# ---- block 1 ----
Fig. 1: block 1, met4 routing
Supply wires on this layer in gray.
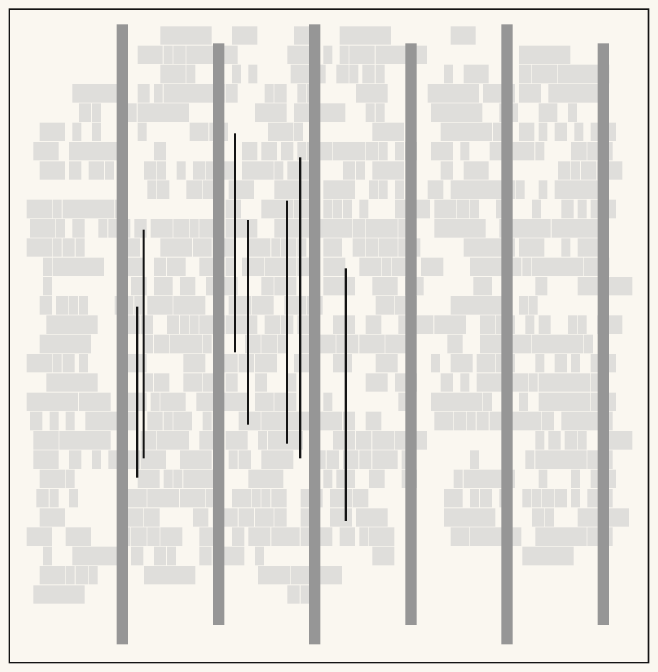

File: src/rtl/pic_alu_seq.sv
// -----------------------------------------------------------------------------
// pic_alu_seq
//
// Sequential 8-bit ALU for the PIC10F200 core. One operation runs over a
// four-state Q-cycle sequence (Q1..Q4) and feeds the status register with a
// result byte, the C/DC/Z flag inputs and a load strobe at Q4. Flags that an
// operation does not touch are copied from the status value sampled in Q1, so
// the status register's three-bit load writes them back unchanged.
//
// Sequence:  IDLE -> Q1 -> Q2 -> Q3 -> Q4 -> IDLE (or Q1 if start_i in Q4)
//   accept : latch op/a/b
//   Q1     : latch status_in_i
//   Q2     : compute into an internal register
//   Q3     : copy into result_o / flag outputs
//   Q4     : done_o, s_load_o (when the op affects a flag)
//
// Configuration macro:
//   ALU_ROTATE_EN  defined   -> ops 9/10 are RLF/RRF through carry
//                  undefined -> ops 9/10 behave as reserved opcodes
//
// Ports:
//   clk_i        in   system clock, rising edge
//   rst_i        in   synchronous, active-high reset
//   start_i      in   one-cycle request, accepted in IDLE or Q4 only
//   op_i[3:0]    in   operation code, sampled with start_i
//   a_i          in   W operand, sampled with start_i
//   b_i          in   file/literal operand, sampled with start_i
//   status_in_i  in   current status bits {Z,DC,C}, sampled in Q1
//   busy_o       out  high in Q1..Q4
//   done_o       out  one-cycle pulse in Q4
//   result_o     out  registered result, held until the next Q3
//   fc_o         out  carry flag to status register
//   fdc_o        out  digit-carry flag to status register
//   fz_o         out  zero flag to status register
//   s_load_o     out  status load strobe, Q4 only, when a flag is affected
// -----------------------------------------------------------------------------
module pic_alu_seq #(
    parameter int WIDTH = 8
) (
    input  logic             clk_i,
    input  logic             rst_i,
    input  logic             start_i,
    input  logic [3:0]       op_i,
    input  logic [WIDTH-1:0] a_i,
    input  logic [WIDTH-1:0] b_i,
    input  logic [2:0]       status_in_i,
    output logic             busy_o,
    output logic             done_o,
    output logic [WIDTH-1:0] result_o,
    output logic             fc_o,
    output logic             fdc_o,
    output logic             fz_o,
    output logic             s_load_o
);

    typedef enum logic [2:0] {
        S_IDLE,
        S_Q1,
        S_Q2,
        S_Q3,
        S_Q4
    } state_t;

    localparam logic [3:0] OP_MOVF = 4'd0;
    localparam logic [3:0] OP_ADD  = 4'd1;
    localparam logic [3:0] OP_SUB  = 4'd2;
    localparam logic [3:0] OP_AND  = 4'd3;
    localparam logic [3:0] OP_IOR  = 4'd4;
    localparam logic [3:0] OP_XOR  = 4'd5;
    localparam logic [3:0] OP_COM  = 4'd6;
    localparam logic [3:0] OP_INC  = 4'd7;
    localparam logic [3:0] OP_DEC  = 4'd8;
`ifdef ALU_ROTATE_EN
    localparam logic [3:0] OP_RLF  = 4'd9;
    localparam logic [3:0] OP_RRF  = 4'd10;
`endif
    localparam logic [3:0] OP_SWAP = 4'd11;
    localparam logic [3:0] OP_CLR  = 4'd12;
    localparam logic [3:0] OP_MOVW = 4'd13;

    state_t           state_q, state_d;
    logic             accept;

    // Operands captured at accept, status captured in Q1.
    logic [3:0]       op_q;
    logic [WIDTH-1:0] a_q, b_q;
    logic [2:0]       st_q;          // {Z,DC,C}

    // Q2 compute stage.
    logic [WIDTH-1:0] alu_res_d, alu_res_q;
    logic [2:0]       alu_flg_d, alu_flg_q;   // {Z,DC,C}
    logic             alu_ld_d, alu_ld_q;

    // Q3 output stage.
    logic [WIDTH-1:0] result_q;
    logic [2:0]       flg_q;
    logic             load_q;

    logic [WIDTH:0]   sum_add, sum_sub;
    logic             c_new, dc_new, z_aff;

    assign accept = start_i & ((state_q == S_IDLE) | (state_q == S_Q4));

    // -------------------------------------------------------------------------
    // FSM: state register
    // -------------------------------------------------------------------------
    // NOTE: sequential state uses non-blocking (<=) so every register samples
    // pre-edge values regardless of process ordering.
    always_ff @(posedge clk_i) begin
        if (rst_i) begin
            state_q <= S_IDLE;
        end else begin
            state_q <= state_d;
        end
    end

    // -------------------------------------------------------------------------
    // FSM: next-state logic
    // -------------------------------------------------------------------------
    always_comb begin
        state_d = state_q;
        case (state_q)
            S_IDLE:  state_d = accept ? S_Q1 : S_IDLE;
            S_Q1:    state_d = S_Q2;
            S_Q2:    state_d = S_Q3;
            S_Q3:    state_d = S_Q4;
            S_Q4:    state_d = accept ? S_Q1 : S_IDLE;
            default: state_d = S_IDLE;
        endcase
    end

    // -------------------------------------------------------------------------
    // FSM: outputs
    // -------------------------------------------------------------------------
    always_comb begin
        busy_o   = (state_q != S_IDLE);
        done_o   = (state_q == S_Q4);
        s_load_o = (state_q == S_Q4) & load_q;
    end

    assign result_o = result_q;
    assign fz_o     = flg_q[2];
    assign fdc_o    = flg_q[1];
    assign fc_o     = flg_q[0];

    // -------------------------------------------------------------------------
    // ALU (evaluated on the latched operands, registered in Q2)
    // -------------------------------------------------------------------------
    // Carry into bit 4 equals carry out of bit 3: recover it from bit 4 of the
    // sum and the two addend bits.
    assign sum_add = {1'b0, a_q} + {1'b0, b_q};
    assign sum_sub = {1'b0, b_q} + {1'b0, ~a_q} + (WIDTH+1)'(1);

    // NOTE: every signal written here gets a default first, so no path through
    // the case leaves one unassigned and no latch is inferred.
    always_comb begin
        alu_res_d = '0;
        c_new     = st_q[0];
        dc_new    = st_q[1];
        z_aff     = 1'b0;
        alu_ld_d  = 1'b0;
        case (op_q)
            OP_MOVF: begin alu_res_d = b_q;        z_aff = 1'b1; alu_ld_d = 1'b1; end
            OP_ADD: begin
                alu_res_d = sum_add[WIDTH-1:0];
                c_new     = sum_add[WIDTH];
                dc_new    = sum_add[4] ^ a_q[4] ^ b_q[4];
                z_aff     = 1'b1;
                alu_ld_d  = 1'b1;
            end
            OP_SUB: begin
                // Carry set means no borrow (b >= a), PIC convention.
                alu_res_d = sum_sub[WIDTH-1:0];
                c_new     = sum_sub[WIDTH];
                dc_new    = sum_sub[4] ^ b_q[4] ^ ~a_q[4];
                z_aff     = 1'b1;
                alu_ld_d  = 1'b1;
            end
            OP_AND:  begin alu_res_d = a_q & b_q;  z_aff = 1'b1; alu_ld_d = 1'b1; end
            OP_IOR:  begin alu_res_d = a_q | b_q;  z_aff = 1'b1; alu_ld_d = 1'b1; end
            OP_XOR:  begin alu_res_d = a_q ^ b_q;  z_aff = 1'b1; alu_ld_d = 1'b1; end
            OP_COM:  begin alu_res_d = ~b_q;       z_aff = 1'b1; alu_ld_d = 1'b1; end
            OP_INC:  begin alu_res_d = b_q + WIDTH'(1); z_aff = 1'b1; alu_ld_d = 1'b1; end
            OP_DEC:  begin alu_res_d = b_q - WIDTH'(1); z_aff = 1'b1; alu_ld_d = 1'b1; end
`ifdef ALU_ROTATE_EN
            OP_RLF: begin
                alu_res_d = {b_q[WIDTH-2:0], st_q[0]};
                c_new     = b_q[WIDTH-1];
                alu_ld_d  = 1'b1;
            end
            OP_RRF: begin
                alu_res_d = {st_q[0], b_q[WIDTH-1:1]};
                c_new     = b_q[0];
                alu_ld_d  = 1'b1;
            end
`endif
            OP_SWAP: alu_res_d = {b_q[3:0], b_q[WIDTH-1:4]};
            OP_CLR:  begin alu_res_d = '0;         z_aff = 1'b1; alu_ld_d = 1'b1; end
            OP_MOVW: alu_res_d = a_q;
            default: alu_res_d = '0;   // reserved: zero result, flags untouched
        endcase
        alu_flg_d = {(z_aff ? (alu_res_d == '0) : st_q[2]), dc_new, c_new};
    end

    // -------------------------------------------------------------------------
    // Datapath registers
    // -------------------------------------------------------------------------
    always_ff @(posedge clk_i) begin
        if (rst_i) begin
            op_q      <= '0;
            a_q       <= '0;
            b_q       <= '0;
            st_q      <= '0;
            alu_res_q <= '0;
            alu_flg_q <= '0;
            alu_ld_q  <= 1'b0;
            result_q  <= '0;
            flg_q     <= '0;
            load_q    <= 1'b0;
        end else begin
            if (accept) begin
                op_q <= op_i;
                a_q  <= a_i;
                b_q  <= b_i;
            end
            if (state_q == S_Q1) begin
                st_q <= status_in_i;
            end
            if (state_q == S_Q2) begin
                alu_res_q <= alu_res_d;
                alu_flg_q <= alu_flg_d;
                alu_ld_q  <= alu_ld_d;
            end
            if (state_q == S_Q3) begin
                result_q <= alu_res_q;
                flg_q    <= alu_flg_q;
                load_q   <= alu_ld_q;
            end
        end
    end

endmodule

File: config.mk
export PLATFORM = sky130hd
export DESIGN_NAME = pic_alu_seq
export DESIGN_NICKNAME = d
export VERILOG_FILES = /design/src/rtl/pic_alu_seq.sv
export SDC_FILE = /design/constraint.sdc
export NUM_CORES = 1
export LEC_CHECK = 0
export ABC_CLOCK_PERIOD_IN_PS = 6600
export CORE_AREA = 2 2 88 90
export CTS_CLUSTER_DIAMETER = 30
export DETAILED_ROUTE_END_ITERATION = 7
export DIE_AREA = 0 0 90 92
export PLACE_DENSITY = 0.78
export RECOVER_POWER = 25
export SLEW_MARGIN = 20
export SYNTH_ARGS = -nofsm -noshare
export SYNTH_HDL_FRONTEND = slang
export SYNTH_SLANG_ARGS = --single-unit
File: constraint.sdc
create_clock -name clk_i -period 6.6 [get_ports clk_i]
set_clock_uncertainty 0.1 [all_clocks]
set_input_delay 0.99 -clock clk_i [delete_from_list [all_inputs] [get_ports clk_i]]
set_output_delay 0.99 -clock clk_i [all_outputs]
set_load 0.01 [all_outputs]
# ---- block 2 ----
<file path="src/rtl/kyber_enc_pkg.sv">
// Shared definitions for the kyber_pke_enc host-side feeder: operand type codes,
// operand lengths and the feeder FSM state encoding.
package kyber_enc_pkg;

    localparam int IDX_W = 16;

    localparam logic [3:0] T_NONE = 4'd0;
    localparam logic [3:0] T_R    = 4'd1;
    localparam logic [3:0] T_EKT  = 4'd2;
    localparam logic [3:0] T_MSG  = 4'd3;
    localparam logic [3:0] T_SEED = 4'd4;

    localparam int LEN_R    = 32;
    localparam int LEN_MSG  = 32;
    localparam int LEN_SEED = 32;

    function automatic int LEN_EKT(input int k);
        return 384 * k;
    endfunction

    function automatic logic isLegalType(input logic [3:0] t);
        return (t >= T_R) && (t <= T_SEED);
    endfunction

    typedef enum logic [1:0] {
        S_IDLE,
        S_SERVE,
        S_OUTPUT,
        S_DONE
    } state_t;

endpackage

</file>
<file path="src/rtl/kyber_operand_streamer.sv">
// Streams one operand from the byte RAM to the core: issues reads at base+idx,
// presents each byte one cycle later, and raises full_in once the operand is drained.
module kyber_operand_streamer
    import kyber_enc_pkg::*;
#(
    parameter int ADDR_W = 11
) (
    input  logic              i_clk,
    input  logic              i_rst_n,
    input  logic              i_clear,
    input  logic              i_restart,
    input  logic              i_legal,
    input  logic              i_readin_ok,
    input  logic [ADDR_W-1:0] i_base,
    input  logic [IDX_W-1:0]  i_len,
    input  logic [7:0]        i_mem_rdata,
    output logic              o_mem_rd_en,
    output logic [ADDR_W-1:0] o_mem_addr,
    output logic              o_readin,
    output logic [7:0]        o_din,
    output logic [IDX_W-1:0]  o_in_index,
    output logic              o_full_in,
    output logic              o_full_set
);

    logic [IDX_W-1:0] r_idx;
    logic [IDX_W-1:0] r_pend_idx;
    logic             r_pend_valid;
    logic             r_full_in;

    logic [IDX_W-1:0] w_idx_eff;
    logic             w_issue;

    // A type change restarts the operand in the same cycle, so the new type's byte 0 can issue immediately.
    assign w_idx_eff  = i_restart ? '0 : r_idx;
    assign w_issue    = !i_clear && i_legal && i_readin_ok && (w_idx_eff < i_len);
    assign o_full_set = !i_clear && i_legal && !i_restart && !r_full_in &&
                        (r_idx == i_len) && !r_pend_valid;

    always_ff @(posedge i_clk or negedge i_rst_n) begin
        if (!i_rst_n) begin
            r_idx        <= '0;
            r_pend_idx   <= '0;
            r_pend_valid <= 1'b0;
            r_full_in    <= 1'b0;
        end else if (i_clear) begin
            r_idx        <= '0;
            r_pend_idx   <= '0;
            r_pend_valid <= 1'b0;
            r_full_in    <= 1'b0;
        end else begin
            r_pend_valid <= w_issue;
            if (w_issue) begin
                r_pend_idx <= w_idx_eff;
                r_idx      <= w_idx_eff + 1'b1;
            end else begin
                r_idx      <= w_idx_eff;
            end
            if (i_restart) begin
                r_full_in <= 1'b0;
            end else if (o_full_set) begin
                r_full_in <= 1'b1;
            end
        end
    end

    assign o_mem_rd_en = w_issue;
    assign o_mem_addr  = w_issue ? (i_base + w_idx_eff[ADDR_W-1:0]) : '0;
    assign o_readin    = r_pend_valid;
    assign o_din       = r_pend_valid ? i_mem_rdata : 8'd0;
    assign o_in_index  = r_pend_valid ? r_pend_idx : '0;
    assign o_full_in   = r_full_in;

endmodule

</file>
<file path="src/rtl/kyber_enc_feeder.sv">
// Host-side driver for kyber_pke_enc: serves the core's operand requests from the
// byte RAM, then reads the ciphertext word pairs out into the ciphertext RAM.
module kyber_enc_feeder
    import kyber_enc_pkg::*;
#(
    parameter int K         = 3,
    parameter int ADDR_W    = 11,
    parameter int BASE_R    = 0,
    parameter int BASE_EKT  = 32,
    parameter int BASE_MSG  = 1184,
    parameter int BASE_SEED = 1216,
    parameter int C_PAIRS   = 272
) (
    input  logic              i_clk,
    input  logic              i_rst_n,
    input  logic              i_start,
    output logic              o_busy,
    output logic              o_ct_valid,
    output logic              o_err,
    output logic              o_mem_rd_en,
    output logic [ADDR_W-1:0] o_mem_addr,
    input  logic [7:0]        i_mem_rdata,
    output logic              o_ct_wr_en,
    output logic [8:0]        o_ct_wr_addr,
    output logic [31:0]       o_ct_wr_data,
    output logic              o_set,
    output logic              o_readin,
    output logic              o_readout,
    output logic              o_full_in,
    output logic [3:0]        o_data_type,
    output logic [7:0]        o_kyber_din,
    output logic [15:0]       o_kyber_in_index,
    input  logic [3:0]        i_input_type,
    input  logic              i_readin_ok,
    input  logic [15:0]       i_kyber_dout_1,
    input  logic [15:0]       i_kyber_dout_2,
    input  logic [15:0]       i_kyber_out_index,
    input  logic              i_done
);

    state_t            r_state;
    state_t            w_next_state;
    logic [3:0]        r_data_type;
    logic [3:0]        r_served;
    logic              r_err;
    logic [15:0]       r_cap_cnt;
    logic              r_cap_seen;
    logic [15:0]       r_last_idx;
    logic              r_ct_wr_en;
    logic [8:0]        r_ct_wr_addr;
    logic [31:0]       r_ct_wr_data;

    logic              w_start_ok;
    logic              w_in_serve;
    logic              w_legal;
    logic              w_restart;
    logic              w_full_set;
    logic [1:0]        w_type_bit;
    logic [ADDR_W-1:0] w_base;
    logic [IDX_W-1:0]  w_len;
    logic              w_cap_evt;
    logic              w_cap_ok;

    // The core's done flag carries no information the capture count does not already give.
    logic w_unused;
    assign w_unused = i_done;

    assign w_start_ok = (r_state == S_IDLE) && i_start;
    assign w_in_serve = (r_state == S_SERVE);
    assign w_legal    = isLegalType(i_input_type);
    assign w_restart  = w_in_serve && (i_input_type != r_data_type);
    assign w_type_bit = i_input_type[1:0] - 2'd1;

    always_comb begin
        w_base = '0;
        w_len  = '0;
        case (i_input_type)
            T_R:     begin w_base = ADDR_W'(BASE_R);    w_len = IDX_W'(LEN_R);      end
            T_EKT:   begin w_base = ADDR_W'(BASE_EKT);  w_len = IDX_W'(LEN_EKT(K)); end
            T_MSG:   begin w_base = ADDR_W'(BASE_MSG);  w_len = IDX_W'(LEN_MSG);    end
            T_SEED:  begin w_base = ADDR_W'(BASE_SEED); w_len = IDX_W'(LEN_SEED);   end
            default: begin w_base = '0;                 w_len = '0;                 end
        endcase
    end

    kyber_operand_streamer #(
        .ADDR_W(ADDR_W)
    ) u_streamer (
        .i_clk       (i_clk),
        .i_rst_n     (i_rst_n),
        .i_clear     (!w_in_serve),
        .i_restart   (w_restart),
        .i_legal     (w_legal),
        .i_readin_ok (i_readin_ok),
        .i_base      (w_base),
        .i_len       (w_len),
        .i_mem_rdata (i_mem_rdata),
        .o_mem_rd_en (o_mem_rd_en),
        .o_mem_addr  (o_mem_addr),
        .o_readin    (o_readin),
        .o_din       (o_kyber_din),
        .o_in_index  (o_kyber_in_index),
        .o_full_in   (o_full_in),
        .o_full_set  (w_full_set)
    );

    always_ff @(posedge i_clk or negedge i_rst_n) begin
        if (!i_rst_n) begin
            r_state <= S_IDLE;
        end else begin
            r_state <= w_next_state;
        end
    end

    always_comb begin
        w_next_state = r_state;
        case (r_state)
            S_IDLE:   if (i_start) w_next_state = S_SERVE;
            S_SERVE:  if ((i_input_type == T_NONE) && (r_served == 4'hF)) w_next_state = S_OUTPUT;
            S_OUTPUT: if (r_cap_cnt == 16'(C_PAIRS)) w_next_state = S_DONE;
            S_DONE:   w_next_state = S_IDLE;
            default:  w_next_state = S_IDLE;
        endcase
    end

    always_comb begin
        o_busy     = 1'b0;
        o_set      = 1'b0;
        o_readout  = 1'b0;
        o_ct_valid = 1'b0;
        case (r_state)
            S_SERVE:  begin o_busy = 1'b1; o_set = 1'b1; end
            S_OUTPUT: begin o_busy = 1'b1; o_set = 1'b1; o_readout = 1'b1; end
            S_DONE:   o_ct_valid = 1'b1;
            default:  o_busy = 1'b0;
        endcase
    end

    // Pairs are captured on the first readout cycle and then on every change of the core's index.
    assign w_cap_evt = (r_state == S_OUTPUT) && (r_cap_cnt < 16'(C_PAIRS)) &&
                       (!r_cap_seen || (i_kyber_out_index != r_last_idx));
    assign w_cap_ok  = i_kyber_out_index < 16'(C_PAIRS);

    always_ff @(posedge i_clk or negedge i_rst_n) begin
        if (!i_rst_n) begin
            r_data_type  <= '0;
            r_served     <= '0;
            r_err        <= 1'b0;
            r_cap_cnt    <= '0;
            r_cap_seen   <= 1'b0;
            r_last_idx   <= '0;
            r_ct_wr_en   <= 1'b0;
            r_ct_wr_addr <= '0;
            r_ct_wr_data <= '0;
        end else begin
            r_data_type <= w_in_serve ? i_input_type : T_NONE;
            r_ct_wr_en  <= w_cap_evt && w_cap_ok;
            if (w_start_ok) begin
                r_served  <= '0;
                r_err     <= 1'b0;
                r_cap_cnt <= '0;
            end else begin
                if (w_full_set) r_served[w_type_bit] <= 1'b1;
                if (w_in_serve && !w_legal && (i_input_type != T_NONE)) r_err <= 1'b1;
                if (w_cap_evt && !w_cap_ok) r_err <= 1'b1;
                if (w_cap_evt && w_cap_ok) r_cap_cnt <= r_cap_cnt + 1'b1;
            end
            if (r_state != S_OUTPUT) begin
                r_cap_seen <= 1'b0;
            end else if (w_cap_evt) begin
                r_cap_seen <= 1'b1;
                r_last_idx <= i_kyber_out_index;
            end
            if (w_cap_evt && w_cap_ok) begin
                r_ct_wr_addr <= i_kyber_out_index[8:0];
                r_ct_wr_data <= {i_kyber_dout_2, i_kyber_dout_1};
            end
        end
    end

    assign o_data_type  = r_data_type;
    assign o_err        = r_err;
    assign o_ct_wr_en   = r_ct_wr_en;
    assign o_ct_wr_addr = r_ct_wr_addr;
    assign o_ct_wr_data = r_ct_wr_data;

endmodule

</file>
<file path="config.mk">
export PLATFORM = sky130hd
export DESIGN_NAME = kyber_enc_feeder
export DESIGN_NICKNAME = d
export VERILOG_FILES = /design/src/rtl/kyber_enc_pkg.sv /design/src/rtl/kyber_operand_streamer.sv /design/src/rtl/kyber_enc_feeder.sv
export SDC_FILE = /design/constraint.sdc
export NUM_CORES = 1
export LEC_CHECK = 0
export CAP_MARGIN = 20
export CORE_AREA = 2 2 114 144
export CTS_BUF_LIST = sky130_fd_sc_hd__clkbuf_8
export DETAILED_ROUTE_END_ITERATION = 10
export DIE_AREA = 0 0 116 146
export PLACE_DENSITY = 0.64
export SYNTH_ARGS = -nofsm -noshare
export SYNTH_HDL_FRONTEND = slang
export SYNTH_SLANG_ARGS = --single-unit
</file>
<file path="constraint.sdc">
create_clock -name i_clk -period 3.9 [get_ports i_clk]
set_input_delay 0.78 -clock i_clk [delete_from_list [all_inputs] [get_ports i_clk]]
set_output_delay 0.78 -clock i_clk [all_outputs]
set_load 0.01 [all_outputs]
</file>
Fig. 2: block 1, cell placement
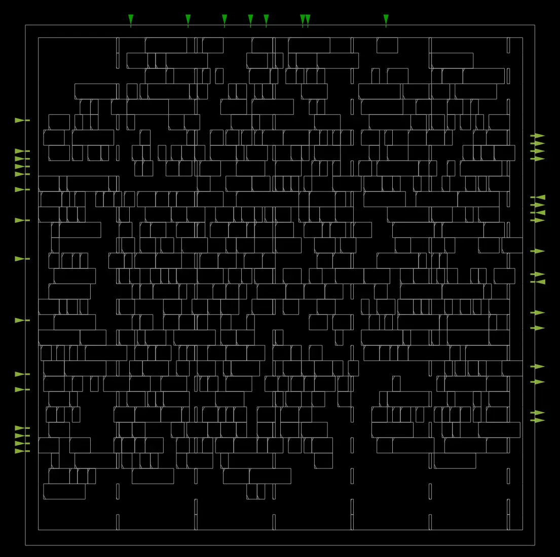
total number of sequential cells: 50
count of filler cells inserted in the layout: 753
number of placement rows: 32

About Fig. 1:
The layer holds 2.4% of the routed length. The layer carries 226 um of wire. The longest straight run is 42.2 um.
overall via count from detail_route: 3462
Routed Wire Length: 9650 um

==> Changelog: implementation, block 1 <==
### Metrics

- Setup Crit Path Kind: in -> reg
- Reg clk slew, reported paths: 0.09 ns
- Post-synthesis cell type with the largest combined area: sky130_fd_sc_hd__dfxtp_1
- Number of antenna violations at the first check in global routing: 0
- Primary flip-flop cell chosen by synthesis mapping: sky130_fd_sc_hd__dfxtp_1
- Summed instance area of the synthesized netlist: 3570 um^2
- Placed cell count: 582
- Ordered list of cells on the worst path: dlygate4sd3_1 > clkbuf_1 > nand3b_1 > nor3_1 > nand4_1 > o31ai_2
- Post-synthesis cell type count: 59
- Iteration tally of the first detailed-router pass: 5
- Number of pins with negative max-slew slack in the final report: 52
- Total cell area reported by yosys after synthesis: 3570 um^2
- Violation tally from detailed-route iteration zero: 396
- Critical Path Sink Type: register
- Number of synthesized register bits: 50
- Violations in the final reports: capacitance limit, slew limit
- Number of violations of the max-capacitance limit: 1
- Worst reg2reg endpoint: alu_flg_q[2]
- Total negative slack: 0 ns
- Final number of hold-violating endpoints: 0
- Resized Gates After CTS: 0
- Via count of the first global-routing pass: 3131
- Run status: finished, violations left
- Placed instance area: 3980 um^2
- Latest clock arrival within the worst-skew pair: 0.31 ns
- Cell count after synthesis: 475
## block 1: worst min-delay path: stages (launching register included)
cell,delay [ns]
sky130_fd_sc_hd__dfxtp_1,0.32
sky130_fd_sc_hd__nand2_1,0.05
sky130_fd_sc_hd__a21oi_1,0.05
## block 1: cell families (layout without fill, tap and decap cells)
group	count (synthesis)	count (layout)	synth area share, %
buf+inv	66	79	7.08
fa+ha+maj	27	27	9.89
xor+xnor	17	17	4.17
simple gates	177	177	23.8
flops	50	50	28.1
mux	14	14	3.96
compound gates	124	124	23.0
## block 1: final cells by class
| class | count | area [um^2] |
|---|---|---|
| Timing Repair Buffer | 45 | 432 |
| Fill cell | 753 | 3360 |
| Clock buffer | 6 | 72.6 |
| Inverter | 26 | 97.6 |
| Clock inverter | 2 | 37.5 |
| Multi-Input combinational cell | 359 | 2310 |
| Sequential cell | 50 | 1000 |
| Tap cell | 102 | 128 |
## block 1: report_power, final
part | switching [mW] | internal (mW)
clock network | 0.107 | 0.113
logic | 0.192 | 0.138
registers | 0.0348 | 0.329
## block 1: per-layer routing
layer	track usage, %	share of wire, %
met1	30.9	45
met2	40.2	46
met3	3.29	6.6
met4	6.92	2.3
met5	0	0
Fig. 3: block 2, metal layers overlaid
Bar = 20 um.
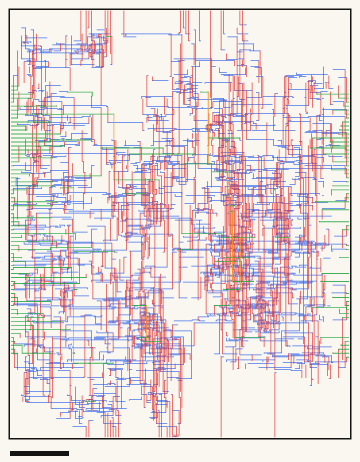
Green shows metal 3, wire length 1050 um. Orange shows metal 4, wire length 260 um. Red shows metal 2, wire length 7490 um. Blue shows metal 1, wire length 5990 um.
Overall Global Routing Usage: 18.4%
Routed WL per cell: 14.6 um
Routed Wire Length: 14800 um

Fig. 4: block 2, met4 routing
Supply wires on this layer in gray.
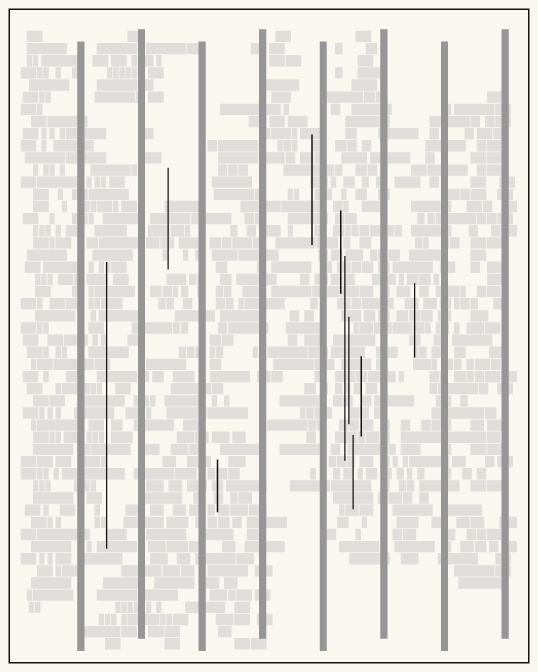
The layer holds 1.8% of the routed length. 7 nets have wire on it. The longest straight run is 63.9 um.
overall via count from detail_route: 4964

==> Changelog: implementation, block 2 <==
### Metrics

- Run status: completed
- Ordered list of cells on the worst path: clkbuf_2 > xor2_2 > o41ai_4 > buf_4 > and2_4 > ha_4 > a21o_1 > a21oi_2 > or3_1 > a21boi_2 > xnor2_1 > nor2_1 > buf_2
- Worst-path cell with the longest stage delay: sky130_fd_sc_hd__o41ai_4
- Number of vias per cell after detailed routing: 4.91
- Tmin final: 3.77 ns
- Number of synthesized register bits: 120
- Critical Path Start Type: primary input
- PnR Total Power: 3.53 mW
- Clock Path Buffers: 2
- End of the critical path: o_mem_addr[10]
- Placed cell count: 972
- Final antenna-violating net count: 0
- Iteration tally of the first detailed-router pass: 5
- Sequential Power Share: 42.6%
- MI comb area: 2750 um^2
- Top routing layer used: met4
- Worst-case setup margin in the final layout: 0.128 ns
- Floorplan Core Area: 15400 um^2
- Power group with the largest share: sequential cells
- Reg clk slew, reported paths: 0.07 ns
- H-tree levels: 4
- GR Util met3: 6.08%
- Final weighted congestion in routability-driven placement: 0.846
- Final-stage net count: 865
- XOR Share, Synth: 4.37%
- CTS tree: built
- Adder-Cell Fraction of Synth Area: 3.36%
- DRC violations left: 0
- Number of violations of the max-capacitance limit: 0
- Violation tally from detailed-route iteration zero: 188
- Power share of the clock group: 29.1%
- Die y size: 146 um
- Quantity of hold-fixing buffers added after cts: 0
- Post-synthesis cell type count: 53
- Critical path peak fanout: 4
[block 2: flip-flops by register name, indices dropped and copies added, names as in the netlist, 2 cells and up]
signal and flops:
r_state 2, u_streamer.r_idx 16, r_cap_cnt 16, u_streamer.r_pend_idx 16, r_last_idx 16, o_ct_wr_addr 9
o_data_type 4, r_served 4, o_ct_wr_data 32
[block 2: synthesized netlist by cell type (10+ instances only)]
cell,number,area (um^2)
sky130_fd_sc_hd__clkbuf_1,20,75.1
sky130_fd_sc_hd__and3_1,16,100
sky130_fd_sc_hd__and2_1,51,319
sky130_fd_sc_hd__a21oi_1,19,95.1
sky130_fd_sc_hd__ha_1,14,175
sky130_fd_sc_hd__mux2_1,12,135
sky130_fd_sc_hd__xnor2_1,13,114
sky130_fd_sc_hd__nand2_1,151,567
sky130_fd_sc_hd__nor2_1,20,75.1
sky130_fd_sc_hd__o21ai_1,10,50.1
sky130_fd_sc_hd__dfrtp_1,120,3000
sky130_fd_sc_hd__xor2_1,16,140
sky130_fd_sc_hd__nand3_1,21,105
[block 2: repair_timing]
action,4_1_cts,5_1_grt
endpoints found under the setup margin,12,11
pin swaps,10,8
gates resized,51,8
buffers inserted,4,1


==> gallery <==
Met3 routing.
Bar = 20 um.
shot_01.png
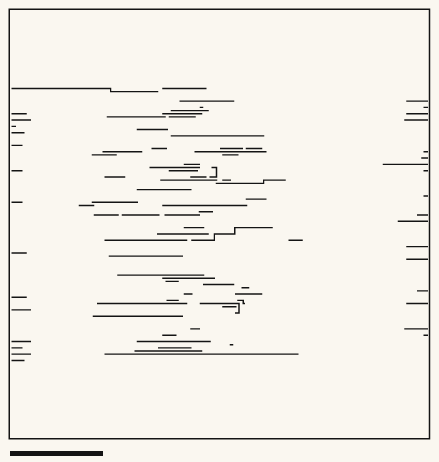
shot_02.png
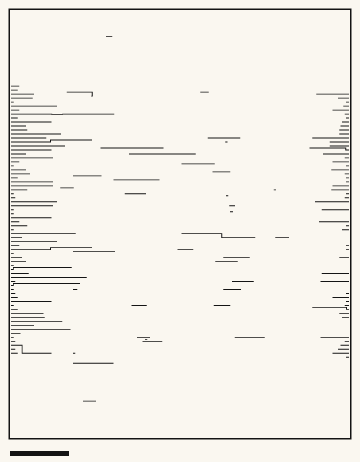
block 1: shot_01.png
block 2: shot_02.png
Of these, largest die: shot_02.png

Key to shot_02.png:
133 nets have wire on it. The layer carries 1050 um of wire. The longest straight run is 25.5 um. The layer holds 7.1% of the routed length.

No activity file was given, so power comes from the tool's default toggle rates.
